=== tt_pin_sequencer ===
Fig. 1: tt_pin_sequencer, placed cells, one colour a class
Fill, decap, tap and diode cells in grey.
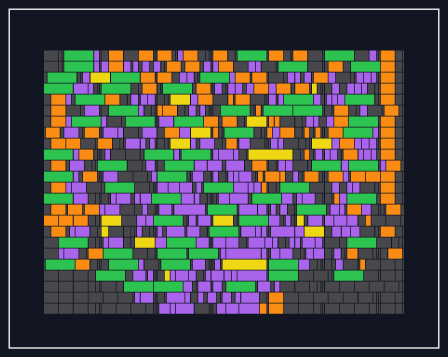

File: config.mk
export PLATFORM = sky130hd
export DESIGN_NAME = tt_pin_sequencer
export DESIGN_NICKNAME = d
export VERILOG_FILES = /design/src/rtl/tt_seq_pkg.sv /design/src/rtl/tt_seq_clkgen.sv /design/src/rtl/tt_pin_sequencer.sv
export SDC_FILE = /design/constraint.sdc
export NUM_CORES = 1
export LEC_CHECK = 0
export CAP_MARGIN = 10
export CORE_ASPECT_RATIO = 0.75
export CORE_MARGIN = 8
export CORE_UTILIZATION = 45
export DETAILED_ROUTE_END_ITERATION = 10
export GPL_ROUTABILITY_DRIVEN = 0
export GPL_TIMING_DRIVEN = 0
export PLACE_DENSITY_LB_ADDON = 0.2
export SYNTH_ARGS = -nofsm -noshare
export SYNTH_HDL_FRONTEND = slang
export SYNTH_SLANG_ARGS = --single-unit
File: constraint.sdc
create_clock -name clk -period 2.45 [get_ports clk]
set_input_delay 0.245 -clock clk [delete_from_list [all_inputs] [get_ports clk]]
set_output_delay 0.245 -clock clk [all_outputs]
set_load 0.01 [all_outputs]
File: src/rtl/tt_seq_pkg.sv
// rtl/tt_seq_pkg.sv - shared opcodes, FSM states and pin-bus bit positions for tt_pin_sequencer
package tt_seq_pkg;

    localparam logic [2:0] OP_SET_UI    = 3'd0;
    localparam logic [2:0] OP_SET_UIO   = 3'd1;
    localparam logic [2:0] OP_SET_CTRL  = 3'd2;
    localparam logic [2:0] OP_CLOCK_N   = 3'd3;
    localparam logic [2:0] OP_SAMPLE    = 3'd4;
    localparam logic [2:0] OP_GET_COUNT = 3'd5;
    localparam logic [2:0] OP_NOP6      = 3'd6;
    localparam logic [2:0] OP_NOP7      = 3'd7;

    typedef enum logic [1:0] {
        IDLE,
        CLK_HI,
        CLK_LO,
        RSP_WAIT
    } seq_state_t;

    localparam int IW_CLK     = 0;
    localparam int IW_RSTN    = 1;
    localparam int IW_UI_LSB  = 2;
    localparam int IW_UIO_LSB = 10;
    localparam int OW_UO_LSB  = 0;
    localparam int OW_UIO_LSB = 8;
    localparam int OW_OE_LSB  = 16;

endpackage

File: src/rtl/tt_seq_clkgen.sv
// rtl/tt_seq_clkgen.sv - project clock generator: phase/period counters, pclk level and end-of-run detect
module tt_seq_clkgen #(
    parameter int HALF_PERIOD = 2,
    parameter int HP_W        = 8
) (
    input  logic       clk,
    input  logic       rst,
    input  logic       start,
    input  logic [7:0] n,
    output logic       pclk,
    output logic       phase_end,
    output logic       done
);

    logic [HP_W-1:0] hp_cnt;
    logic [8:0]      remaining;
    logic            last_period;

    assign last_period = (remaining == 9'd1);
    assign phase_end   = (remaining != 9'd0) && (hp_cnt == HP_W'(HALF_PERIOD - 1));
    assign done        = phase_end && !pclk && last_period;

    // remaining counts periods still owed, including the one in progress
    always_ff @(posedge clk) begin
        if (rst) begin
            pclk      <= 1'b0;
            hp_cnt    <= '0;
            remaining <= '0;
        end else if (start) begin
            pclk      <= 1'b1;
            hp_cnt    <= '0;
            remaining <= (n == 8'd0) ? 9'd256 : {1'b0, n};
        end else if (phase_end) begin
            hp_cnt <= '0;
            if (pclk) begin
                pclk <= 1'b0;
            end else begin
                remaining <= remaining - 9'd1;
                pclk      <= !last_period;
            end
        end else if (remaining != 9'd0) begin
            hp_cnt <= hp_cnt + HP_W'(1);
        end
    end

endmodule

File: src/rtl/tt_pin_sequencer.sv
// rtl/tt_pin_sequencer.sv - command-driven iw/ow pin sequencer; TT_SEQ_CLK_COUNT_EN adds the rising-edge counter
module tt_pin_sequencer #(
    parameter int HALF_PERIOD = 2,
    parameter int HP_W        = 8
) (
    input  logic        clk,
    input  logic        rst,
    input  logic        cmd_valid,
    output logic        cmd_ready,
    input  logic [2:0]  cmd_op,
    input  logic [7:0]  cmd_data,
    output logic        rsp_valid,
    input  logic        rsp_ready,
    output logic [23:0] rsp_data,
    output logic [17:0] iw,
    output logic        ena,
    input  logic [23:0] ow,
    output logic        busy
);
    import tt_seq_pkg::*;

    seq_state_t  state, state_next;
    logic        accept, start;
    logic [7:0]  ui_q, uio_q;
    logic        rstn_q, ena_q;
    logic [23:0] rsp_q, ow_packed, count_value;
    logic        pclk, phase_end, done;

    assign accept = cmd_valid && (state == IDLE);
    assign start  = accept && (cmd_op == OP_CLOCK_N);

    tt_seq_clkgen #(
        .HALF_PERIOD (HALF_PERIOD),
        .HP_W        (HP_W)
    ) u_clkgen (
        .clk       (clk),
        .rst       (rst),
        .start     (start),
        .n         (cmd_data),
        .pclk      (pclk),
        .phase_end (phase_end),
        .done      (done)
    );

    always_ff @(posedge clk) begin
        if (rst) state <= IDLE;
        else     state <= state_next;
    end

    always_comb begin
        state_next = state;
        case (state)
            IDLE: begin
                if (accept) begin
                    if (cmd_op == OP_CLOCK_N)
                        state_next = CLK_HI;
                    else if (cmd_op == OP_SAMPLE || cmd_op == OP_GET_COUNT)
                        state_next = RSP_WAIT;
                end
            end
            CLK_HI:   if (phase_end) state_next = CLK_LO;
            CLK_LO:   if (phase_end) state_next = done ? IDLE : CLK_HI;
            RSP_WAIT: if (rsp_ready) state_next = IDLE;
            default:  state_next = IDLE;
        endcase
    end

    assign ow_packed = {ow[OW_OE_LSB +: 8], ow[OW_UIO_LSB +: 8], ow[OW_UO_LSB +: 8]};

    // commands are only accepted in IDLE, so pin levels cannot move while clocking
    always_ff @(posedge clk) begin
        if (rst) begin
            ui_q   <= '0;
            uio_q  <= '0;
            rstn_q <= 1'b0;
            ena_q  <= 1'b0;
            rsp_q  <= '0;
        end else if (accept) begin
            case (cmd_op)
                OP_SET_UI:    ui_q  <= cmd_data;
                OP_SET_UIO:   uio_q <= cmd_data;
                OP_SET_CTRL: begin
                    rstn_q <= cmd_data[0];
                    ena_q  <= cmd_data[1];
                end
                OP_SAMPLE:    rsp_q <= ow_packed;
                OP_GET_COUNT: rsp_q <= count_value;
                OP_CLOCK_N, OP_NOP6, OP_NOP7: ;
                default: ;
            endcase
        end
    end

`ifdef TT_SEQ_CLK_COUNT_EN
    logic        rise;
    logic [23:0] clk_count;

    assign rise = start || (state == CLK_LO && phase_end && !done);

    always_ff @(posedge clk) begin
        if (rst)
            clk_count <= '0;
        else if (accept && cmd_op == OP_SET_CTRL && !cmd_data[0])
            clk_count <= '0;
        else if (rise)
            clk_count <= clk_count + 24'd1;
    end

    assign count_value = clk_count;
`else
    assign count_value = '0;
`endif

    always_comb begin
        iw                    = '0;
        iw[IW_CLK]            = pclk;
        iw[IW_RSTN]           = rstn_q;
        iw[IW_UI_LSB +: 8]    = ui_q;
        iw[IW_UIO_LSB +: 8]   = uio_q;
    end

    assign ena       = ena_q;
    assign rsp_data  = rsp_q;
    assign rsp_valid = (state == RSP_WAIT);
    assign cmd_ready = (state == IDLE);
    assign busy      = (state != IDLE);

endmodule

=== node_port_io ===
<file path="src/rtl/node_port_io.sv">
// Blocking TIS-100 port interface: turns single-cycle read/write requests into
// valid/ack transfers with the four neighbours, including ANY, LAST and NIL ports.
module node_port_io #(
  parameter int W = 8
) (
  input  logic         clk,
  input  logic         reset,
  input  logic         rdReq,
  input  logic [2:0]   rdSel,
  input  logic         wrReq,
  input  logic [2:0]   wrSel,
  input  logic [W-1:0] wrData,
  output logic [W-1:0] rdData,
  output logic         rdDone,
  output logic         wrDone,
  output logic         busy,
  output logic [1:0]   lastPort,
  output logic         lastValid,
  input  logic [W-1:0] in0,
  input  logic [W-1:0] in1,
  input  logic [W-1:0] in2,
  input  logic [W-1:0] in3,
  input  logic [3:0]   inValid,
  output logic [3:0]   inAck,
  output logic [W-1:0] out0,
  output logic [W-1:0] out1,
  output logic [W-1:0] out2,
  output logic [W-1:0] out3,
  output logic [3:0]   outValid,
  input  logic [3:0]   outAck
);

  typedef enum logic [1:0] {IDLE, RD_WAIT, WR_WAIT} state_t;

  state_t       state, state_nxt;
  logic [3:0]   tgt_mask;
  logic         tgt_any;
  logic [W-1:0] out_q;
  logic [3:0]   rd_mask, wr_mask, rd_hit, wr_hit;
  logic [1:0]   rd_win, wr_win;
  logic [W-1:0] rd_mux;

  // Target set for a selector; an empty set means the transfer completes as NIL.
  function automatic logic [3:0] sel_mask(input logic [2:0] sel, input logic lv,
                                          input logic [1:0] lp);
    case (sel)
      3'd0, 3'd1, 3'd2, 3'd3: sel_mask = 4'b0001 << sel[1:0];
      3'd4:                   sel_mask = 4'b1111;
      3'd5:                   sel_mask = lv ? (4'b0001 << lp) : 4'b0000;
      default:                sel_mask = 4'b0000;
    endcase
  endfunction

  function automatic logic [1:0] pick(input logic [3:0] v);
    if (v[0])      pick = 2'd0;
    else if (v[1]) pick = 2'd1;
    else if (v[2]) pick = 2'd2;
    else           pick = 2'd3;
  endfunction

  always_comb begin
    rd_mask = sel_mask(rdSel, lastValid, lastPort);
    wr_mask = sel_mask(wrSel, lastValid, lastPort);
    rd_hit  = inValid & tgt_mask;
    wr_hit  = outAck & outValid;
    rd_win  = pick(rd_hit);
    wr_win  = pick(wr_hit);
    case (rd_win)
      2'd0:    rd_mux = in0;
      2'd1:    rd_mux = in1;
      2'd2:    rd_mux = in2;
      default: rd_mux = in3;
    endcase
  end

  always_ff @(posedge clk) begin
    if (!reset) state <= IDLE;
    else        state <= state_nxt;
  end

  always_comb begin
    state_nxt = state;
    case (state)
      IDLE: begin
        if (rdReq) begin
          if (rd_mask != 4'b0000) state_nxt = RD_WAIT;
        end else if (wrReq) begin
          if (wr_mask != 4'b0000) state_nxt = WR_WAIT;
        end
      end
      RD_WAIT: if (|rd_hit) state_nxt = IDLE;
      WR_WAIT: if (|wr_hit) state_nxt = IDLE;
      default: state_nxt = IDLE;
    endcase
  end

  always_comb begin
    busy = (state != IDLE);
  end

  always_ff @(posedge clk) begin
    if (!reset) begin
      rdData    <= '0;
      rdDone    <= 1'b0;
      wrDone    <= 1'b0;
      inAck     <= '0;
      out_q     <= '0;
      outValid  <= '0;
      lastPort  <= '0;
      lastValid <= 1'b0;
      tgt_mask  <= '0;
      tgt_any   <= 1'b0;
    end else begin
      rdDone <= 1'b0;
      wrDone <= 1'b0;
      inAck  <= '0;
      case (state)
        IDLE: begin
          if (rdReq) begin
            if (rd_mask == 4'b0000) begin
              rdData <= '0;
              rdDone <= 1'b1;
            end else begin
              tgt_mask <= rd_mask;
              tgt_any  <= (rdSel == 3'd4);
            end
          end else if (wrReq) begin
            if (wr_mask == 4'b0000) begin
              wrDone <= 1'b1;
            end else begin
              out_q    <= wrData;
              outValid <= wr_mask;
              tgt_any  <= (wrSel == 3'd4);
            end
          end
        end
        RD_WAIT: begin
          if (|rd_hit) begin
            rdData        <= rd_mux;
            inAck[rd_win] <= 1'b1;
            rdDone        <= 1'b1;
            if (tgt_any) begin
              lastPort  <= rd_win;
              lastValid <= 1'b1;
            end
          end
        end
        WR_WAIT: begin
          // Simultaneous ANY acks: every acker got a copy, only the lowest is recorded.
          if (|wr_hit) begin
            outValid <= '0;
            wrDone   <= 1'b1;
            if (tgt_any) begin
              lastPort  <= wr_win;
              lastValid <= 1'b1;
            end
          end
        end
        default: ;
      endcase
    end
  end

  assign out0 = out_q;
  assign out1 = out_q;
  assign out2 = out_q;
  assign out3 = out_q;

endmodule
</file>
<file path="config.mk">
export PLATFORM = sky130hd
export DESIGN_NAME = node_port_io
export DESIGN_NICKNAME = d
export VERILOG_FILES = /design/src/rtl/node_port_io.sv
export SDC_FILE = /design/constraint.sdc
export NUM_CORES = 1
export LEC_CHECK = 0
export ABC_AREA = 1
export CORE_MARGIN = 2
export CORE_UTILIZATION = 35
export DETAILED_ROUTE_END_ITERATION = 10
export PLACE_DENSITY_LB_ADDON = 0.25
export SLEW_MARGIN = 5
export SYNTH_ARGS = -nofsm -noshare
export SYNTH_HDL_FRONTEND = slang
export SYNTH_SLANG_ARGS = --single-unit
</file>
<file path="constraint.sdc">
create_clock -name clk -period 2.05 [get_ports clk]
set_clock_uncertainty 0.1 [all_clocks]
set_input_delay 0.5125 -clock clk [delete_from_list [all_inputs] [get_ports clk]]
set_output_delay 0.5125 -clock clk [all_outputs]
set_load 0.05 [all_outputs]
</file>
Fig. 2: tt_pin_sequencer, the metal 3 layer
Scale bar: 20 um.
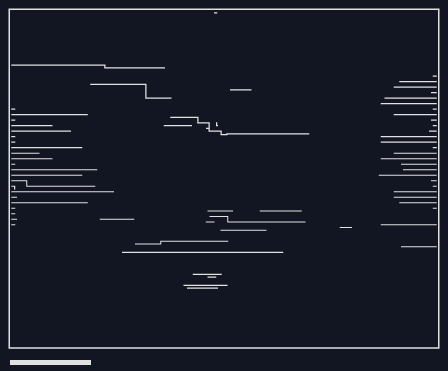
nets with wire on the layer: 62
main direction: horizontal
wire length on this layer: 656 um
share of all routed wire: 8.4%
via count: 2539
met3 Use GR: 8.26%
total routed wirelength: 7780 um

## Picture notes: Fig. 1
legend:
  yellow:
    class: clock drivers and dummy loads
    cells: 16
  green:
    class: sequential cells
    cells: 62
  purple:
    class: combinational and other logic
    cells: 226
  orange:
    class: remaining buffers and delay cells
    cells: 101
Placement Rows: 24
final core occ: 66.3%

==> changes_impl.md, tt_pin_sequencer <==
### Physical design

* Worst reg2reg setup slack at roughly 0.21 ns
* Hold Path End: u_clkgen.remaining[2]
* Final Instance Area at a little under 4000 um2
* Setup TNS Final at 0 ns
* Outcome: finished, final reports clean
* Relative max-transition margin at 60.4%
* Registers at around 62
* Total CTS buffers at 9
* Setup crit end: state[0]
* Slew of the pin with the lowest slew margin at between 0.5 and 0.6 ns
* Die Y at around 83 um
* Io pins at about 85
* Routed met3 length at roughly 660 um
* Mean Syn Cell Area at approximately 8.9 um2
* Clock group at slightly below 1 mW
* GR Util met2 at between 20 and 30%
* Met1 WL at around 3700 um
* Top Consumer: combinational cells
* Clk_skew at about 0.0046 ns
* Main logic family: simple AND/OR/NAND/NOR gates
* Critical path cell sequence: ha_1, or4b_4, nor4_2, a21oi_1, or4_1, a21oi_1
* CP Data Required Time at about 2.7 ns
Fig. 3: node_port_io, I/O nets highlighted
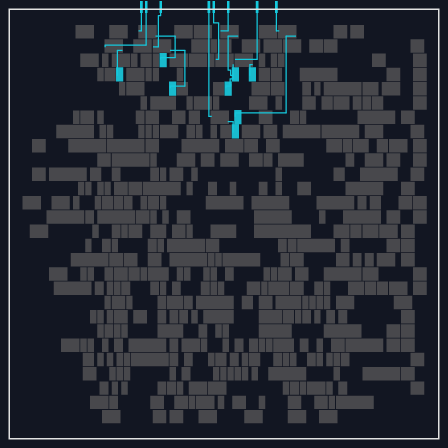
legend:
  cyan:
    port: in2
    direction: input
    edge: north
    end_cells: 8
    buffers: 8
    wire: 157 um
io pins: 112
PortBufs: 111

==> changes_impl.md, node_port_io <==
### Physical design

* Outcome: finished, final reports clean
* Hold Path End: rdData[1]
* Worst min path class: flip-flop to flip-flop
* Gr ovfl total at 0
* Hold buffers post-CTS at 0
* Switch Pwr at approximately 680 uW
* Yosys chip area at 2110 um2
* Non-Filler Instances at ~500
* Slowest-stage cell, CP: clkdlybuf4s50_1
* RSZ-0062 raised after global routing: false
* Met3 Use GR at between 4 and 5%
* FILL cells at 573
* CTS clock-pin slew for the worst setup and hold paths at 0.08 ns
* Leakage at around 1.5 nW
* Clock network area share at approximately 3.3%
* Max-slew violation count at 0
* Register cell area after layout at around 700 um2
* Die Y at between 80 and 90 um
* Dpl cells at between 400 and 500
* Critical path endpoint category: flip-flop
* Post-layout min period at between 1.5 and 2 ns
* Layout cells sized above 1 at 28.7%
* Logic pwr share at 32.0%

## Gallery

Met2 routing.
Cells faint in the background.
panel A
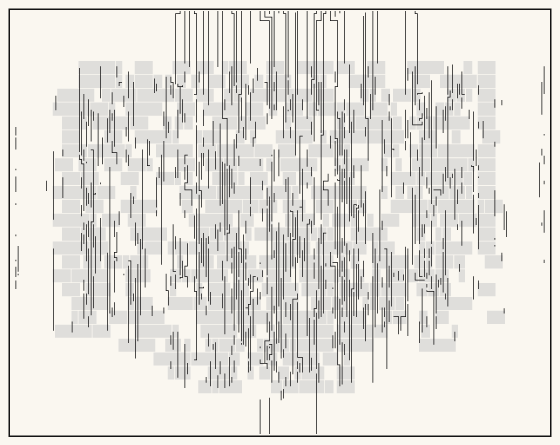
panel B
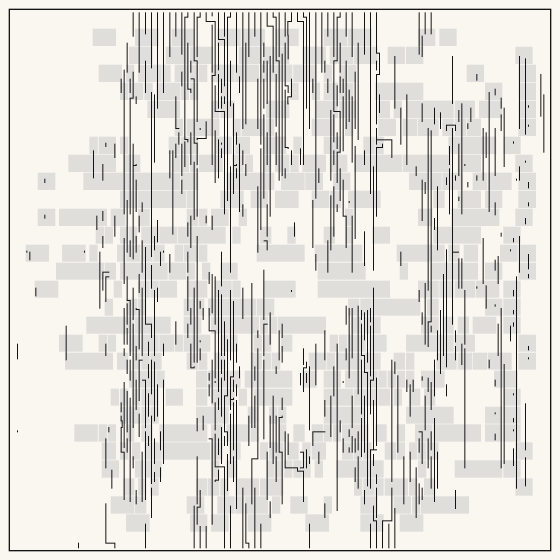
node_port_io -> panel B
tt_pin_sequencer -> panel A

Key to panel B:
wire length on this layer: 3010 um
nets with wire on the layer: 393
main direction: vertical
longest straight run: 32.0 um


=== median_stream_extend ===
**src/rtl/median_pkg.sv**
```systemverilog
// Shared definitions for the median filter pipeline: pixel width,
// default frame geometry and sizing helpers.
package median_pkg;

  localparam int PIX_W      = 8;
  localparam int DEF_WIDTH  = 430;
  localparam int DEF_HEIGHT = 554;

  // Bits needed to hold values 0..value-1; never returns less than 1.
  function automatic int clog2(input int value);
    int result;
    int rem;
    result = 0;
    rem    = value - 1;
    while (rem > 0) begin
      result = result + 1;
      rem    = rem >> 1;
    end
    return (result < 1) ? 1 : result;
  endfunction

  // Beats per frame once one pad column and one pad row are appended.
  function automatic int ext_beats(input int width, input int height);
    return (width + 1) * (height + 1);
  endfunction

  localparam int EXT_BEATS = ext_beats(DEF_WIDTH, DEF_HEIGHT);

endpackage

```
**src/rtl/raster_counter_xy.sv**
```systemverilog
// Column/row raster position counter. Columns run 0..COL_LAST, rows
// 0..ROW_LAST; each advance steps one position in row-major order and the
// step out of (COL_LAST, ROW_LAST) wraps to the origin with a wrap pulse.
module raster_counter_xy
  import median_pkg::*;
#(
  parameter int COL_LAST = 4,
  parameter int ROW_LAST = 3,
  parameter int COL_W    = clog2(COL_LAST + 1),
  parameter int ROW_W    = clog2(ROW_LAST + 1)
) (
  input  logic             clk,
  input  logic             rst,
  input  logic             advance,
  output logic [COL_W-1:0] col,
  output logic [ROW_W-1:0] row,
  output logic             col_at_end,
  output logic             row_at_end,
  output logic             wrap
);

  localparam logic [COL_W-1:0] COL_END = COL_W'(COL_LAST);
  localparam logic [ROW_W-1:0] ROW_END = ROW_W'(ROW_LAST);

  // End-of-line / end-of-frame flags and the wrap pulse on the final step.
  always_comb begin
    col_at_end = (col == COL_END);
    row_at_end = (row == ROW_END);
    wrap       = advance && col_at_end && row_at_end;
  end

  // Position register: step the column, roll into the next row at line end.
  always_ff @(posedge clk or posedge rst) begin
    // NOTE: registered state uses non-blocking assignments so every flop
    // samples the pre-edge values regardless of statement order.
    if (rst) begin
      col <= '0;
      row <= '0;
    end else if (advance) begin
      if (col_at_end) begin
        col <= '0;
        row <= row_at_end ? '0 : row + ROW_W'(1);
      end else begin
        col <= col + COL_W'(1);
      end
    end
  end

endmodule

```
**src/rtl/median_stream_extend.sv**
```systemverilog
// Feeder for the 3x3 median core. Turns a WIDTH x HEIGHT raster accepted
// over valid/ready into the (WIDTH+1) x (HEIGHT+1) stream the core needs:
// one pad beat after every row and a full pad row after the last row.
// The output side never stalls; pads repeat the last accepted pixel.
module median_stream_extend
  import median_pkg::*;
#(
  parameter int WIDTH  = DEF_WIDTH,
  parameter int HEIGHT = DEF_HEIGHT
) (
  input  logic             clk,
  input  logic             rst,
  input  logic             s_valid,
  output logic             s_ready,
  input  logic [PIX_W-1:0] s_pixel,
  input  logic             s_sof,
  output logic             out_valid,
  output logic [PIX_W-1:0] pixel_out,
  output logic             frame_done,
  output logic             sync_err
);

  localparam int COL_W = clog2(WIDTH + 1);
  localparam int ROW_W = clog2(HEIGHT + 1);

  logic [COL_W-1:0] col;
  logic [ROW_W-1:0] row;
  logic             col_at_end;
  logic             row_at_end;
  logic             wrap;
  logic             accept;
  logic             pad;
  logic             advance;
  logic             at_origin;
  logic [PIX_W-1:0] hold;

  // Next-beat position in the extended raster.
  raster_counter_xy #(
    .COL_LAST (WIDTH),
    .ROW_LAST (HEIGHT),
    .COL_W    (COL_W),
    .ROW_W    (ROW_W)
  ) u_pos (
    .clk        (clk),
    .rst        (rst),
    .advance    (advance),
    .col        (col),
    .row        (row),
    .col_at_end (col_at_end),
    .row_at_end (row_at_end),
    .wrap       (wrap)
  );

  // Ready depends only on the registered position; pad positions issue a
  // beat every cycle, active positions only on a handshake.
  always_comb begin
    s_ready   = !col_at_end && !row_at_end;
    accept    = s_valid && s_ready;
    pad       = !s_ready;
    advance   = accept || pad;
    at_origin = (col == '0) && (row == '0);
  end

  // Output beat register, pad hold value, frame pulse and sticky sync error.
  always_ff @(posedge clk or posedge rst) begin
    if (rst) begin
      out_valid  <= 1'b0;
      pixel_out  <= '0;
      hold       <= '0;
      frame_done <= 1'b0;
      sync_err   <= 1'b0;
    end else begin
      out_valid  <= advance;
      frame_done <= wrap;
      if (accept) begin
        pixel_out <= s_pixel;
        hold      <= s_pixel;
        if (s_sof && !at_origin) begin
          sync_err <= 1'b1;
        end
      end else if (pad) begin
        pixel_out <= hold;
      end
    end
  end

endmodule

```
**config.mk**
```make
export PLATFORM = sky130hd
export DESIGN_NAME = median_stream_extend
export DESIGN_NICKNAME = d
export VERILOG_FILES = /design/src/rtl/median_pkg.sv /design/src/rtl/raster_counter_xy.sv /design/src/rtl/median_stream_extend.sv
export SDC_FILE = /design/constraint.sdc
export NUM_CORES = 1
export LEC_CHECK = 0
export CAP_MARGIN = 0
export CORE_AREA = 10 10 83 103
export CTS_CLUSTER_DIAMETER = 80
export DETAILED_ROUTE_END_ITERATION = 6
export DIE_AREA = 0 0 93 113
export HOLD_SLACK_MARGIN = 0.03
export PLACE_DENSITY_LB_ADDON = 0.1
export SETUP_SLACK_MARGIN = 0.05
export SLEW_MARGIN = 30
export SYNTH_ARGS = -nofsm -noshare
export SYNTH_HDL_FRONTEND = slang
export SYNTH_SLANG_ARGS = --single-unit
export TNS_END_PERCENT = 5
```
**constraint.sdc**
```tcl
create_clock -name clk -period 2.25 [get_ports clk]
set_input_delay 0.3375 -clock clk [delete_from_list [all_inputs] [get_ports clk]]
set_output_delay 0.3375 -clock clk [all_outputs]
set_load 0.05 [all_outputs]
```
=== mfp_ahb_lite_arbiter_2m ===
--- config.mk ---
export PLATFORM = sky130hd
export DESIGN_NAME = mfp_ahb_lite_arbiter_2m
export DESIGN_NICKNAME = d
export VERILOG_FILES = /design/src/rtl/mfp_ahb_lite_arbiter_2m_pkg.sv /design/src/rtl/mfp_ahb_lite_arb_port.sv /design/src/rtl/mfp_ahb_lite_arbiter_2m.sv
export SDC_FILE = /design/constraint.sdc
export NUM_CORES = 1
export LEC_CHECK = 0
export CAP_MARGIN = 15
export CORE_UTILIZATION = 25
export CTS_CLUSTER_DIAMETER = 100
export CTS_CLUSTER_SIZE = 28
export DETAILED_ROUTE_END_ITERATION = 7
export PLACE_DENSITY = 0.65
export RECOVER_POWER = 100
export SYNTH_ARGS = -nofsm -noshare
export SYNTH_HDL_FRONTEND = slang
export SYNTH_SLANG_ARGS = --single-unit
--- constraint.sdc ---
create_clock -name HCLK -period 2.7 [get_ports HCLK]
set_input_delay 0.81 -clock HCLK [delete_from_list [all_inputs] [get_ports HCLK]]
set_output_delay 0.81 -clock HCLK [all_outputs]
set_load 0.03 [all_outputs]
--- src/rtl/mfp_ahb_lite_arbiter_2m_pkg.sv ---
`default_nettype none
// ============================================================================
// Module      : mfp_ahb_lite_arbiter_2m_pkg
// Description : Shared encodings for the two-master AHB-Lite arbiter.
//               Holds the HTRANS/HBURST codes, the arbitration mode values,
//               the per-master state type and the request decode.
// Revision    : 1.0 - initial release
// ============================================================================
package mfp_ahb_lite_arbiter_2m_pkg;

    localparam logic [1:0] c_htrans_idle   = 2'b00;
    localparam logic [1:0] c_htrans_busy   = 2'b01;
    localparam logic [1:0] c_htrans_nonseq = 2'b10;
    localparam logic [1:0] c_htrans_seq    = 2'b11;

    localparam logic [2:0] c_hburst_single = 3'b000;

    localparam int c_arb_round_robin = 0;
    localparam int c_arb_fixed_m1    = 1;

    typedef enum logic [1:0] {
        ST_IDLE   = 2'd0,   // nothing buffered, master sees HREADY=1
        ST_PEND   = 2'd1,   // address buffered, not yet accepted by slave
        ST_ISSUED = 2'd2    // data phase of this master is on the slave
    } port_state_e;

    // Masters are single-transfer, so SEQ is just another NONSEQ. Only
    // HTRANS[1]=1 codes start a transfer; BUSY carries no address.
    function automatic logic is_request(input logic [1:0] htrans);
        return (htrans == c_htrans_nonseq) || (htrans == c_htrans_seq);
    endfunction

endpackage
`default_nettype wire

--- src/rtl/mfp_ahb_lite_arb_port.sv ---
`default_nettype none
// ============================================================================
// Module      : mfp_ahb_lite_arb_port
// Description : One master-side port of the AHB-Lite arbiter. Buffers the
//               master's address phase and tracks it IDLE -> PEND -> ISSUED.
//   HCLK, HRESETn        bus clock, async active-low reset
//   i_htrans..i_hsize    master address-phase inputs
//   i_accept             this port's buffered address accepted this cycle
//   i_hready, i_hresp    slave response (meaningful while ISSUED)
//   o_hready, o_hresp    response returned to the master
//   o_pend               address buffered and waiting for the slave
//   o_addr/write/size    buffered address phase
// Revision    : 1.0 - initial release
// ============================================================================
module mfp_ahb_lite_arb_port
    import mfp_ahb_lite_arbiter_2m_pkg::*;
(
    input  logic        HCLK,
    input  logic        HRESETn,
    input  logic [1:0]  i_htrans,
    input  logic [31:0] i_haddr,
    input  logic        i_hwrite,
    input  logic [2:0]  i_hsize,
    input  logic        i_accept,
    input  logic        i_hready,
    input  logic        i_hresp,
    output logic        o_hready,
    output logic        o_hresp,
    output logic        o_pend,
    output logic [31:0] o_addr,
    output logic        o_write,
    output logic [2:0]  o_size
);

    port_state_e r_state;
    port_state_e w_next;
    logic        w_capture;
    logic        w_req;
    logic [31:0] r_addr;
    logic        r_write;
    logic [2:0]  r_size;

    assign w_req = is_request(i_htrans);

    always_ff @(posedge HCLK or negedge HRESETn) begin
        if (!HRESETn) begin
            r_state <= ST_IDLE;
            r_addr  <= 32'h0;
            r_write <= 1'b0;
            r_size  <= 3'b000;
        end else begin
            r_state <= w_next;
            if (w_capture) begin
                r_addr  <= i_haddr;
                r_write <= i_hwrite;
                r_size  <= i_hsize;
            end
        end
    end

    always_comb begin
        w_next    = r_state;
        w_capture = 1'b0;
        o_hready  = 1'b1;
        o_hresp   = 1'b0;
        case (r_state)
            ST_IDLE: begin
                if (w_req) begin
                    w_capture = 1'b1;
                    w_next    = ST_PEND;
                end
            end
            ST_PEND: begin
                // Master is stalled in its data phase until ours reaches the slave.
                o_hready = 1'b0;
                if (i_accept) begin
                    w_next = ST_ISSUED;
                end
            end
            ST_ISSUED: begin
                o_hready = i_hready;
                o_hresp  = i_hresp;
                if (i_hready) begin
                    // Completion cycle doubles as the master's next address phase.
                    if (w_req) begin
                        w_capture = 1'b1;
                        w_next    = ST_PEND;
                    end else begin
                        w_next    = ST_IDLE;
                    end
                end
            end
            default: begin
                w_next = ST_IDLE;
            end
        endcase
    end

    assign o_pend  = (r_state == ST_PEND);
    assign o_addr  = r_addr;
    assign o_write = r_write;
    assign o_size  = r_size;

endmodule
`default_nettype wire

--- src/rtl/mfp_ahb_lite_arbiter_2m.sv ---
`default_nettype none
// ============================================================================
// Module      : mfp_ahb_lite_arbiter_2m
// Description : Two-master AHB-Lite arbiter (M0 = CPU, M1 = serial loader)
//               onto one slave bus. Each master's address is buffered, then
//               issued as a SINGLE NONSEQ transfer when the slave address
//               phase is free. ARB_MODE 0 = round-robin, 1 = M1 priority.
//   HCLK, HRESETn                     clock, async active-low reset
//   Mx_HADDR/HTRANS/HWRITE/HSIZE/HWDATA   master request side
//   Mx_HRDATA/HREADY/HRESP            master response side
//   HADDR/HTRANS/HWRITE/HSIZE/HBURST/HWDATA   slave request side
//   HRDATA/HREADY/HRESP               slave response side
// Revision    : 1.0 - initial release
// ============================================================================
module mfp_ahb_lite_arbiter_2m
    import mfp_ahb_lite_arbiter_2m_pkg::*;
#(
    parameter int ARB_MODE = c_arb_round_robin
)(
    input  logic        HCLK,
    input  logic        HRESETn,
    input  logic [31:0] M0_HADDR,
    input  logic [1:0]  M0_HTRANS,
    input  logic        M0_HWRITE,
    input  logic [2:0]  M0_HSIZE,
    input  logic [31:0] M0_HWDATA,
    output logic [31:0] M0_HRDATA,
    output logic        M0_HREADY,
    output logic        M0_HRESP,
    input  logic [31:0] M1_HADDR,
    input  logic [1:0]  M1_HTRANS,
    input  logic        M1_HWRITE,
    input  logic [2:0]  M1_HSIZE,
    input  logic [31:0] M1_HWDATA,
    output logic [31:0] M1_HRDATA,
    output logic        M1_HREADY,
    output logic        M1_HRESP,
    output logic [31:0] HADDR,
    output logic [1:0]  HTRANS,
    output logic        HWRITE,
    output logic [2:0]  HSIZE,
    output logic [2:0]  HBURST,
    output logic [31:0] HWDATA,
    input  logic [31:0] HRDATA,
    input  logic        HREADY,
    input  logic        HRESP
);

    logic        w_pend0, w_pend1;
    logic [31:0] w_addr0, w_addr1;
    logic        w_write0, w_write1;
    logic [2:0]  w_size0, w_size1;
    logic        w_avail, w_present, w_accept, w_sel;

    logic        r_data_active;  // a data phase is on the slave
    logic        r_owner;        // master owning that data phase (1 = M1)
    logic        r_hold;         // address presented last cycle, not accepted
    logic        r_hold_mst;     // master whose address is being held
    logic        r_last;         // master granted most recently

    mfp_ahb_lite_arb_port u_port0 (
        .HCLK     (HCLK),
        .HRESETn  (HRESETn),
        .i_htrans (M0_HTRANS),
        .i_haddr  (M0_HADDR),
        .i_hwrite (M0_HWRITE),
        .i_hsize  (M0_HSIZE),
        .i_accept (w_accept && !w_sel),
        .i_hready (HREADY),
        .i_hresp  (HRESP),
        .o_hready (M0_HREADY),
        .o_hresp  (M0_HRESP),
        .o_pend   (w_pend0),
        .o_addr   (w_addr0),
        .o_write  (w_write0),
        .o_size   (w_size0)
    );

    mfp_ahb_lite_arb_port u_port1 (
        .HCLK     (HCLK),
        .HRESETn  (HRESETn),
        .i_htrans (M1_HTRANS),
        .i_haddr  (M1_HADDR),
        .i_hwrite (M1_HWRITE),
        .i_hsize  (M1_HSIZE),
        .i_accept (w_accept && w_sel),
        .i_hready (HREADY),
        .i_hresp  (HRESP),
        .o_hready (M1_HREADY),
        .o_hresp  (M1_HRESP),
        .o_pend   (w_pend1),
        .o_addr   (w_addr1),
        .o_write  (w_write1),
        .o_size   (w_size1)
    );

    assign w_avail = !r_data_active || HREADY;

    // A held address keeps its owner; otherwise arbitrate among PEND ports.
    always_comb begin
        w_sel = 1'b0;
        if (r_hold) begin
            w_sel = r_hold_mst;
        end else if (w_pend0 && w_pend1) begin
            w_sel = (ARB_MODE == c_arb_fixed_m1) ? 1'b1 : ~r_last;
        end else begin
            w_sel = w_pend1;
        end
    end

    assign w_present = r_hold || (w_avail && (w_pend0 || w_pend1));
    assign w_accept  = w_present && HREADY;

    always_ff @(posedge HCLK or negedge HRESETn) begin
        if (!HRESETn) begin
            r_data_active <= 1'b0;
            r_owner       <= 1'b0;
            r_hold        <= 1'b0;
            r_hold_mst    <= 1'b0;
            r_last        <= 1'b1;   // first tie goes to M0
        end else begin
            r_hold     <= w_present && !HREADY;
            r_hold_mst <= w_sel;
            if (w_accept) begin
                r_data_active <= 1'b1;
                r_owner       <= w_sel;
                r_last        <= w_sel;
            end else if (HREADY) begin
                r_data_active <= 1'b0;
                r_owner       <= 1'b0;
            end
        end
    end

    assign HTRANS = w_present ? c_htrans_nonseq : c_htrans_idle;
    assign HADDR  = w_sel ? w_addr1  : w_addr0;
    assign HWRITE = w_sel ? w_write1 : w_write0;
    assign HSIZE  = w_sel ? w_size1  : w_size0;
    assign HBURST = c_hburst_single;
    assign HWDATA = r_owner ? M1_HWDATA : M0_HWDATA;

    assign M0_HRDATA = HRDATA;
    assign M1_HRDATA = HRDATA;

endmodule
`default_nettype wire
Fig. 4: mfp_ahb_lite_arbiter_2m, met2 routing
Cells faint in the background.
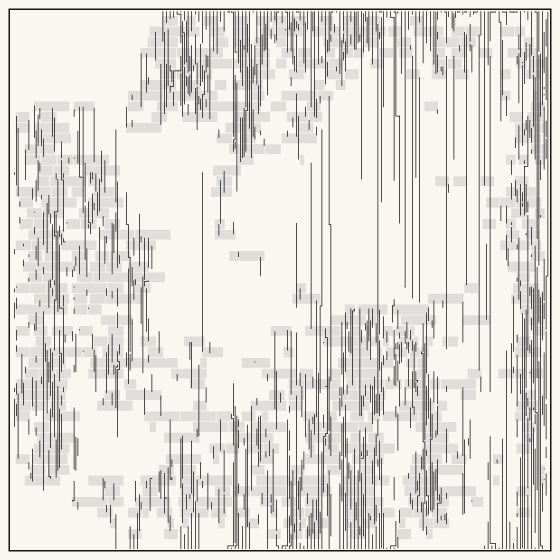
nets with wire on the layer: 637
main direction: vertical
longest straight run: 98.9 um
wire length on this layer: 7740 um
total routed wirelength: 14700 um
GR Util met2: 27.3%
via count: 3203

==> changes_impl.md, mfp_ahb_lite_arbiter_2m <==
### Physical design

* Outcome: finished with violations
* Failing checks: negative setup slack
* Inverters at 4
* Final worst setup slack at -0.275 ns
* Max-cap violations at 0
* Synthesized registers at about 81
* Met3 Use GR at 4.82%
* PD cells at approximately 1300 nW/um2
* Max-slew violation count at 0
* Final Hold Violation Tally at 0
* Worst Path Buf+Inv at 3
* Antenna violations before repair at 0
* Io pins at around 320
* Hold buffers post-CTS at 0
* Adder Share, Synth at 0%
* Fmax at between 300 and 400 MHz
* Cell depth of the worst setup path at 6
* Relative max-transition margin at between 20% and 30%
* Area fraction in mux cells at between 30% and 40%
* Clock group at approximately 1.3 mW
* # setup viols final at 36
* Post-Syn Area at between 4000 and 5000 um2
* Post-synth EDFFs at 0
Fig. 5: median_stream_extend, the metal 3 layer
Scale bar: 20 um.
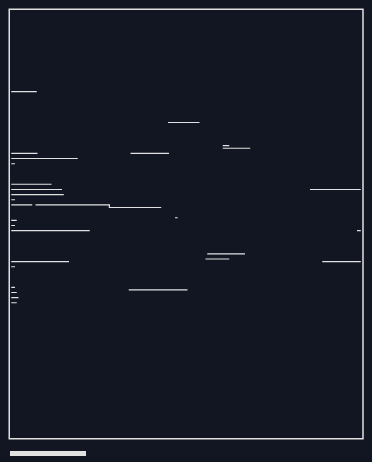
share of all routed wire: 4.8%
nets with wire on the layer: 26
main direction: horizontal
via count: 1513
met3 Use GR: 2.98%
total routed wirelength: 4830 um

==> changes_impl.md, median_stream_extend <==
### Physical design

* Outcome: finished, final reports clean
* Reg-to-Reg Start: u_pos.row[4]
* CTS sink cnt at 38
* Core Area at 6520 um2
* Top Consumer: sequential cells
* Tot GR Track Use at 9.72%
* Warning total across the stage logs at 31
* Total CTS buffers at 5
* Initial DRC Count at slightly above 90
* Top cells by count: 38 x dfrtp_1, 18 x a21oi_1, 12 x nand3_1
* Final Hold Violation Tally at 0
* XOR Share, Synth at approximately 1.8%
* Startpoint types: flip-flop
* Comb/total area at between 30 and 40%
* Cell depth of the worst setup path at 4
* Clock Tree Buf Depth at 2
* Bufs w/o clock at 36
* CTS Root Cell: clkbuf_8

=== frame_ecc_monitor_flat ===
<file path="src/rtl/frame_ecc_pkg.sv">
// Shared types and field widths for the frame ECC monitor.
package frame_ecc_pkg;

    localparam int unsigned FAR_W  = 26;
    localparam int unsigned WORD_W = 7;
    localparam int unsigned BIT_W  = 5;
    localparam int unsigned REC_W  = FAR_W + WORD_W + BIT_W;

    // Monitor control states: IDLE = queue empty, SERVICE = queue non-empty.
    typedef enum logic [1:0] {
        ST_IDLE    = 2'd0,
        ST_SERVICE = 2'd1,
        ST_HALT    = 2'd2
    } mon_state_e;

    // One correction request for the ICAP writer (38 bits).
    typedef struct packed {
        logic [FAR_W-1:0]  far;
        logic [WORD_W-1:0] word;
        logic [BIT_W-1:0]  bit_idx;
    } corr_rec_t;

endpackage

</file>
<file path="src/rtl/frame_ecc_monitor_if.sv">
// Syndrome input bus and correction-request handshake of the frame ECC monitor.
interface frame_ecc_monitor_if;
    import frame_ecc_pkg::*;

    logic              syndrome_valid;
    logic              ecc_error;
    logic              ecc_error_single;
    logic              crc_error;
    logic [FAR_W-1:0]  far;
    logic [WORD_W-1:0] synword;
    logic [BIT_W-1:0]  synbit;

    logic              corr_valid;
    logic              corr_ready;
    logic [FAR_W-1:0]  corr_far;
    logic [WORD_W-1:0] corr_word;
    logic [BIT_W-1:0]  corr_bit;

    // Producer of syndromes / consumer of correction requests.
    modport master (
        output syndrome_valid, ecc_error, ecc_error_single, crc_error,
        output far, synword, synbit, corr_ready,
        input  corr_valid, corr_far, corr_word, corr_bit
    );

    // The monitor itself.
    modport slave (
        input  syndrome_valid, ecc_error, ecc_error_single, crc_error,
        input  far, synword, synbit, corr_ready,
        output corr_valid, corr_far, corr_word, corr_bit
    );

endinterface

</file>
<file path="src/rtl/frame_ecc_rec_fifo.sv">
// Correction-record FIFO: synchronous push/pop, flush, full/empty status.
// Storage is reset so the head output reads zero after reset.
module frame_ecc_rec_fifo
    import frame_ecc_pkg::*;
#(
    parameter int unsigned DEPTH = 4
) (
    input  logic      clk,
    input  logic      rst_n,
    input  logic      push,
    input  logic      pop,
    input  logic      flush,
    input  corr_rec_t wr_data,
    output corr_rec_t rd_data,
    output logic      full,
    output logic      empty,
    output logic      one_left
);

    localparam int unsigned PTR_W = (DEPTH > 1) ? $clog2(DEPTH) : 1;
    localparam int unsigned OCC_W = PTR_W + 1;

    corr_rec_t            mem_q [DEPTH];
    corr_rec_t            mem_d [DEPTH];
    logic [PTR_W-1:0]     wr_ptr_q, wr_ptr_d;
    logic [PTR_W-1:0]     rd_ptr_q, rd_ptr_d;
    logic [OCC_W-1:0]     count_q, count_d;

    // Pointer/occupancy update; flush overrides any push or pop.
    always_comb begin
        mem_d    = mem_q;
        wr_ptr_d = wr_ptr_q;
        rd_ptr_d = rd_ptr_q;
        count_d  = count_q;
        if (flush) begin
            wr_ptr_d = '0;
            rd_ptr_d = '0;
            count_d  = '0;
        end else begin
            if (push) begin
                mem_d[wr_ptr_q] = wr_data;
                wr_ptr_d        = wr_ptr_q + PTR_W'(1);
            end
            if (pop) begin
                rd_ptr_d = rd_ptr_q + PTR_W'(1);
            end
            count_d = count_q + OCC_W'(push) - OCC_W'(pop);
        end
    end

    // Storage and pointer registers.
    always_ff @(posedge clk or negedge rst_n) begin
        if (!rst_n) begin
            mem_q    <= '{default: '0};
            wr_ptr_q <= '0;
            rd_ptr_q <= '0;
            count_q  <= '0;
        end else begin
            mem_q    <= mem_d;
            wr_ptr_q <= wr_ptr_d;
            rd_ptr_q <= rd_ptr_d;
            count_q  <= count_d;
        end
    end

    assign rd_data  = mem_q[rd_ptr_q];
    assign full     = (count_q == OCC_W'(DEPTH));
    assign empty    = (count_q == '0);
    assign one_left = (count_q == OCC_W'(1));

endmodule

</file>
<file path="src/rtl/frame_ecc_monitor.sv">
// Frame ECC monitor: classifies frame-check events, queues single-bit
// correction requests for the ICAP writer, halts on uncorrectable errors,
// and keeps saturating statistics.
// Optional feature macro: FRAME_ECC_MON_DEDUP_EN (suppress a record equal
// to the most recently queued one).
module frame_ecc_monitor
    import frame_ecc_pkg::*;
#(
    parameter int unsigned FIFO_DEPTH = 4,
    parameter int unsigned CNT_W      = 16
) (
    input  logic               clk,
    input  logic               rst_n,
    frame_ecc_monitor_if.slave bus,
    input  logic               clr_fatal,
    output logic               halted,
    output logic               crc_flag,
    output logic               ovf_flag,
    output logic               scan_done,
    output logic [CNT_W-1:0]   frames_cnt,
    output logic [CNT_W-1:0]   sbe_cnt,
    output logic [CNT_W-1:0]   mbe_cnt,
    output logic [CNT_W-1:0]   ovf_cnt,
    output logic [CNT_W-1:0]   scan_cnt
);

    function automatic logic [CNT_W-1:0] sat_inc(input logic [CNT_W-1:0] v, input logic en);
        return (en && (v != {CNT_W{1'b1}})) ? v + CNT_W'(1) : v;
    endfunction

    mon_state_e        state_q, state_d;
    logic              corr_valid_q, corr_valid_d;
    logic              halted_q, halted_d;
    logic              crc_flag_q, crc_flag_d;
    logic              ovf_flag_q, ovf_flag_d;
    logic              scan_done_q, scan_done_d;
    logic              have_prev_q, have_prev_d;
    logic [FAR_W-1:0]  prev_far_q, prev_far_d;
    logic [CNT_W-1:0]  frames_cnt_q, frames_cnt_d;
    logic [CNT_W-1:0]  sbe_cnt_q, sbe_cnt_d;
    logic [CNT_W-1:0]  mbe_cnt_q, mbe_cnt_d;
    logic [CNT_W-1:0]  ovf_cnt_q, ovf_cnt_d;
    logic [CNT_W-1:0]  scan_cnt_q, scan_cnt_d;

    logic      is_sbe_c, is_mbe_c, is_crc_c, halt_evt_c, in_halt_c;
    logic      push_try_c, push_c, pop_c, drop_c, flush_c, wrap_c, dup_c;
    logic      fifo_full, fifo_empty, fifo_one_left;
    corr_rec_t rec_c, head;

    // Event classification and queue control.
    always_comb begin
        is_sbe_c   = bus.syndrome_valid & bus.ecc_error & bus.ecc_error_single;
        is_mbe_c   = bus.syndrome_valid & bus.ecc_error & ~bus.ecc_error_single;
        is_crc_c   = bus.syndrome_valid & bus.crc_error;
        halt_evt_c = is_mbe_c | is_crc_c;
        in_halt_c  = (state_q == ST_HALT);
        rec_c      = '{far: bus.far, word: bus.synword, bit_idx: bus.synbit};
        pop_c      = corr_valid_q & bus.corr_ready & ~fifo_empty;
        push_try_c = is_sbe_c & ~in_halt_c & ~dup_c;
        push_c     = push_try_c & (~fifo_full | pop_c);
        drop_c     = push_try_c & fifo_full & ~pop_c;
        flush_c    = in_halt_c & clr_fatal & ~halt_evt_c;
        wrap_c     = bus.syndrome_valid & have_prev_q & (bus.far < prev_far_q);
    end

`ifdef FRAME_ECC_MON_DEDUP_EN
    corr_rec_t last_rec_q, last_rec_d;
    logic      last_vld_q, last_vld_d;

    // Track the most recently queued record; forgotten on flush.
    always_comb begin
        last_rec_d = last_rec_q;
        last_vld_d = last_vld_q;
        if (flush_c) begin
            last_rec_d = '0;
            last_vld_d = 1'b0;
        end else if (push_c) begin
            last_rec_d = rec_c;
            last_vld_d = 1'b1;
        end
    end

    // Last-pushed record register.
    always_ff @(posedge clk or negedge rst_n) begin
        if (!rst_n) begin
            last_rec_q <= '0;
            last_vld_q <= 1'b0;
        end else begin
            last_rec_q <= last_rec_d;
            last_vld_q <= last_vld_d;
        end
    end

    assign dup_c = last_vld_q & (rec_c == last_rec_q);
`else
    assign dup_c = 1'b0;
`endif

    frame_ecc_rec_fifo #(
        .DEPTH (FIFO_DEPTH)
    ) u_fifo (
        .clk      (clk),
        .rst_n    (rst_n),
        .push     (push_c),
        .pop      (pop_c),
        .flush    (flush_c),
        .wr_data  (rec_c),
        .rd_data  (head),
        .full     (fifo_full),
        .empty    (fifo_empty),
        .one_left (fifo_one_left)
    );

    // Next state and registered handshake/halt outputs; halt entry beats clr_fatal.
    always_comb begin
        state_d = state_q;
        case (state_q)
            ST_IDLE:    if (push_c) state_d = ST_SERVICE;
            ST_SERVICE: if (pop_c && !push_c && fifo_one_left) state_d = ST_IDLE;
            ST_HALT:    if (clr_fatal) state_d = ST_IDLE;
            default:    state_d = ST_IDLE;
        endcase
        if (halt_evt_c) state_d = ST_HALT;
        corr_valid_d = (state_d == ST_SERVICE);
        halted_d     = (state_d == ST_HALT);
    end

    // Flags, scan tracking and statistics counters.
    always_comb begin
        crc_flag_d   = flush_c ? 1'b0 : (crc_flag_q | is_crc_c);
        ovf_flag_d   = flush_c ? 1'b0 : (ovf_flag_q | drop_c);
        scan_done_d  = wrap_c;
        have_prev_d  = have_prev_q | bus.syndrome_valid;
        prev_far_d   = bus.syndrome_valid ? bus.far : prev_far_q;
        frames_cnt_d = sat_inc(frames_cnt_q, bus.syndrome_valid);
        sbe_cnt_d    = sat_inc(sbe_cnt_q, is_sbe_c);
        mbe_cnt_d    = sat_inc(mbe_cnt_q, is_mbe_c);
        ovf_cnt_d    = sat_inc(ovf_cnt_q, drop_c);
        scan_cnt_d   = sat_inc(scan_cnt_q, wrap_c);
    end

    // State and output registers.
    always_ff @(posedge clk or negedge rst_n) begin
        if (!rst_n) begin
            state_q      <= ST_IDLE;
            corr_valid_q <= 1'b0;
            halted_q     <= 1'b0;
            crc_flag_q   <= 1'b0;
            ovf_flag_q   <= 1'b0;
            scan_done_q  <= 1'b0;
            have_prev_q  <= 1'b0;
            prev_far_q   <= '0;
            frames_cnt_q <= '0;
            sbe_cnt_q    <= '0;
            mbe_cnt_q    <= '0;
            ovf_cnt_q    <= '0;
            scan_cnt_q   <= '0;
        end else begin
            state_q      <= state_d;
            corr_valid_q <= corr_valid_d;
            halted_q     <= halted_d;
            crc_flag_q   <= crc_flag_d;
            ovf_flag_q   <= ovf_flag_d;
            scan_done_q  <= scan_done_d;
            have_prev_q  <= have_prev_d;
            prev_far_q   <= prev_far_d;
            frames_cnt_q <= frames_cnt_d;
            sbe_cnt_q    <= sbe_cnt_d;
            mbe_cnt_q    <= mbe_cnt_d;
            ovf_cnt_q    <= ovf_cnt_d;
            scan_cnt_q   <= scan_cnt_d;
        end
    end

    assign bus.corr_valid = corr_valid_q;
    assign bus.corr_far   = head.far;
    assign bus.corr_word  = head.word;
    assign bus.corr_bit   = head.bit_idx;
    assign halted         = halted_q;
    assign crc_flag       = crc_flag_q;
    assign ovf_flag       = ovf_flag_q;
    assign scan_done      = scan_done_q;
    assign frames_cnt     = frames_cnt_q;
    assign sbe_cnt        = sbe_cnt_q;
    assign mbe_cnt        = mbe_cnt_q;
    assign ovf_cnt        = ovf_cnt_q;
    assign scan_cnt       = scan_cnt_q;

endmodule
</file>
<file path="src/flat_wrapper.sv">
// flat-port wrapper written by rule: the top's interface ports become plain ports
module frame_ecc_monitor_flat import frame_ecc_pkg::*;
#(
    parameter int unsigned FIFO_DEPTH = 4,
    parameter int unsigned CNT_W      = 16
)
  (clk, rst_n, clr_fatal, halted, crc_flag, ovf_flag, scan_done, frames_cnt, sbe_cnt, mbe_cnt, ovf_cnt, scan_cnt, bus_syndrome_valid, bus_ecc_error, bus_ecc_error_single, bus_crc_error, bus_far, bus_synword, bus_synbit, bus_corr_ready, bus_corr_valid, bus_corr_far, bus_corr_word, bus_corr_bit);
  frame_ecc_monitor_if bus_i ();
  input  logic clk;
  input  logic rst_n;
  input  logic clr_fatal;
  output logic halted;
  output logic crc_flag;
  output logic ovf_flag;
  output logic scan_done;
  output logic [CNT_W-1:0] frames_cnt;
  output logic [CNT_W-1:0] sbe_cnt;
  output logic [CNT_W-1:0] mbe_cnt;
  output logic [CNT_W-1:0] ovf_cnt;
  output logic [CNT_W-1:0] scan_cnt;
  input wire logic [$bits(bus_i.syndrome_valid)-1:0] bus_syndrome_valid;
  input wire logic [$bits(bus_i.ecc_error)-1:0] bus_ecc_error;
  input wire logic [$bits(bus_i.ecc_error_single)-1:0] bus_ecc_error_single;
  input wire logic [$bits(bus_i.crc_error)-1:0] bus_crc_error;
  input wire logic [$bits(bus_i.far)-1:0] bus_far;
  input wire logic [$bits(bus_i.synword)-1:0] bus_synword;
  input wire logic [$bits(bus_i.synbit)-1:0] bus_synbit;
  input wire logic [$bits(bus_i.corr_ready)-1:0] bus_corr_ready;
  output wire logic [$bits(bus_i.corr_valid)-1:0] bus_corr_valid;
  output wire logic [$bits(bus_i.corr_far)-1:0] bus_corr_far;
  output wire logic [$bits(bus_i.corr_word)-1:0] bus_corr_word;
  output wire logic [$bits(bus_i.corr_bit)-1:0] bus_corr_bit;
  assign bus_i.syndrome_valid = bus_syndrome_valid;
  assign bus_i.ecc_error = bus_ecc_error;
  assign bus_i.ecc_error_single = bus_ecc_error_single;
  assign bus_i.crc_error = bus_crc_error;
  assign bus_i.far = bus_far;
  assign bus_i.synword = bus_synword;
  assign bus_i.synbit = bus_synbit;
  assign bus_i.corr_ready = bus_corr_ready;
  assign bus_corr_valid = bus_i.corr_valid;
  assign bus_corr_far = bus_i.corr_far;
  assign bus_corr_word = bus_i.corr_word;
  assign bus_corr_bit = bus_i.corr_bit;
  frame_ecc_monitor #(.FIFO_DEPTH(FIFO_DEPTH), .CNT_W(CNT_W)) u_core (.clk(clk), .rst_n(rst_n), .bus(bus_i), .clr_fatal(clr_fatal), .halted(halted), .crc_flag(crc_flag), .ovf_flag(ovf_flag), .scan_done(scan_done), .frames_cnt(frames_cnt), .sbe_cnt(sbe_cnt), .mbe_cnt(mbe_cnt), .ovf_cnt(ovf_cnt), .scan_cnt(scan_cnt));
endmodule
</file>
<file path="config.mk">
export PLATFORM = sky130hd
export DESIGN_NAME = frame_ecc_monitor_flat
export DESIGN_NICKNAME = d
export VERILOG_FILES = /design/src/rtl/frame_ecc_pkg.sv /design/src/rtl/frame_ecc_monitor_if.sv /design/src/rtl/frame_ecc_rec_fifo.sv /design/src/rtl/frame_ecc_monitor.sv /design/src/flat_wrapper.sv
export SDC_FILE = /design/constraint.sdc
export NUM_CORES = 1
export LEC_CHECK = 0
export CAP_MARGIN = 40
export CORE_MARGIN = 2
export CORE_UTILIZATION = 55
export CTS_CLUSTER_SIZE = 28
export DETAILED_ROUTE_END_ITERATION = 8
export GPL_TIMING_DRIVEN = 0
export PLACE_DENSITY = 0.83
export SETUP_SLACK_MARGIN = 0.02
export SLEW_MARGIN = 5
export SYNTH_ARGS = -nofsm -noshare
export SYNTH_HDL_FRONTEND = slang
export SYNTH_HIERARCHICAL = 1
export SYNTH_SLANG_ARGS = --single-unit
</file>
<file path="constraint.sdc">
create_clock -name clk -period 2.8 [get_ports clk]
set_clock_uncertainty 0.1 [all_clocks]
set_input_delay 0.56 -clock clk [delete_from_list [all_inputs] [get_ports clk]]
set_output_delay 0.56 -clock clk [all_outputs]
set_load 0.02 [all_outputs]
</file>
Fig. 6: frame_ecc_monitor_flat, met2 routing
Cells faint in the background.
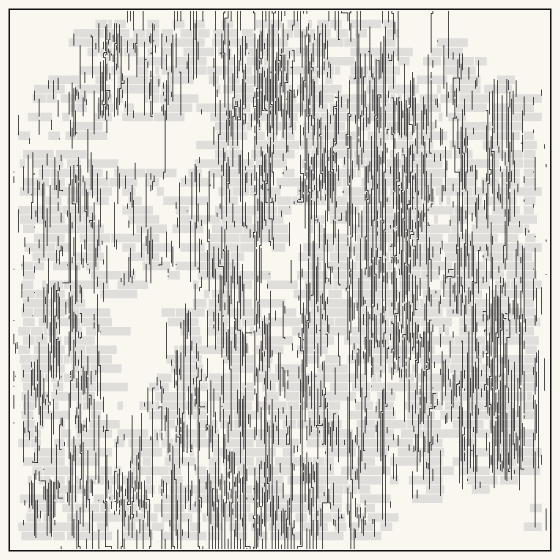
wire length on this layer: 14200 um
main direction: vertical
share of all routed wire: 49%
total routed wirelength: 29000 um
GR Util met2: 38.6%
via count: 8318

==> changes_impl.md <==
### Physical design

* Max-cap violations at 0
* Top Consumer: sequential cells
* Post-synth seq share at 52.5%
* Largest net degree at the start of global routing at 105
* Synth Area in Simple Gates at roughly 9.6%
* Post-synth EDFFs at 0
* Routed met3 length at around 1300 um
* Io pins at ~170
* NumNets Final at 1235
* Number of synthesis warnings at 6
* First-pass GRT wire length at approximately 46000 um
* Biggest regs: u_core/u_fifo/mem_q: 152 flops, u_core/prev_far_q: 26 flops
* Syn Inst Count at between 900 and 1000
* Worst r2r path cells at 10
* CP startpoint: u_core/u_fifo/rd_ptr_q[0]
* Worst min path class: input pin to flip-flop
* Outcome: finished, final reports clean
* Clkbuf count at roughly 40
* Post-synth top flop: dfrtp_1
* Die Y at around 160 um
* Registers at 273
* Clock group at about 3.8 mW
* Chip width at between 150 and 200 um
Fig. 7: frame_ecc_monitor_flat, placed cells, one colour a class
Fill, decap, tap and diode cells in grey.
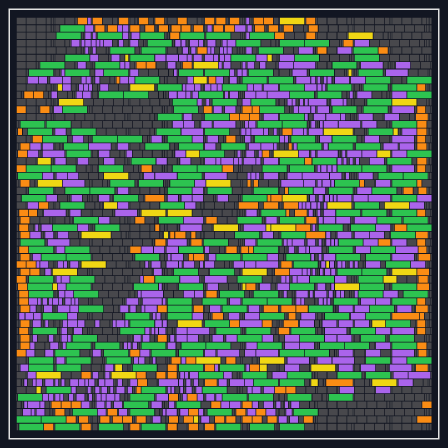
legend:
  purple:
    class: combinational and other logic
    cells: 637
  green:
    class: sequential cells
    cells: 273
  orange:
    class: remaining buffers and delay cells
    cells: 211
  yellow:
    class: clock drivers and dummy loads
    cells: 53
final core occ: 69.6%
Core Area: 23300 um2
Final Instance Area: 16200 um2
Seq/total area: 42.1%
Placement Rows: 56



==> layout pictures side by side <==
Cell placement.
picture 1
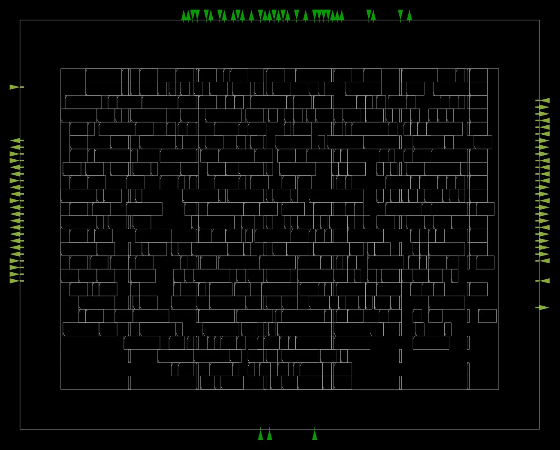
picture 2
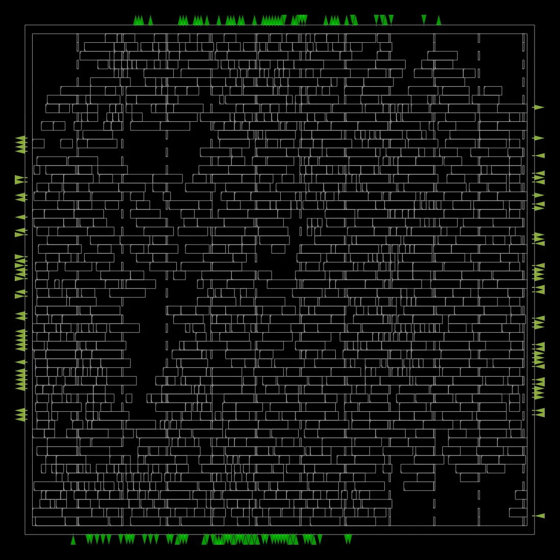
picture 3
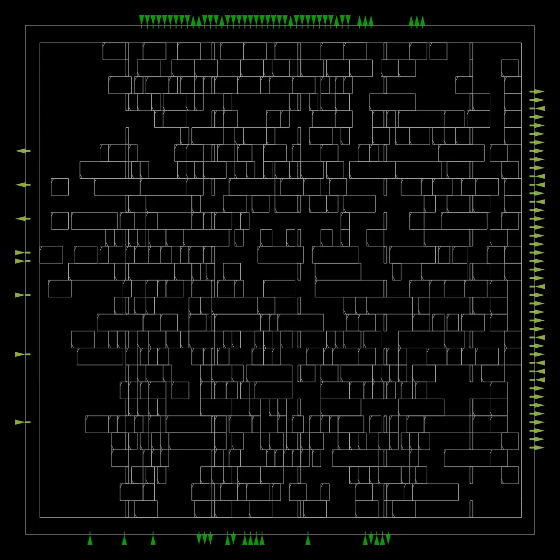
picture 4
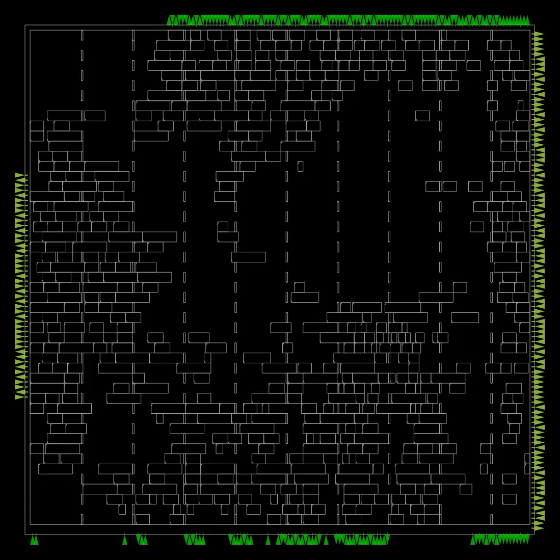
tt_pin_sequencer: picture 1
frame_ecc_monitor_flat: picture 2
mfp_ahb_lite_arbiter_2m: picture 4
node_port_io: picture 3
Of these, lowest utilization: picture 4

Power figures rest on the tool's default switching activity, not on a simulated workload.
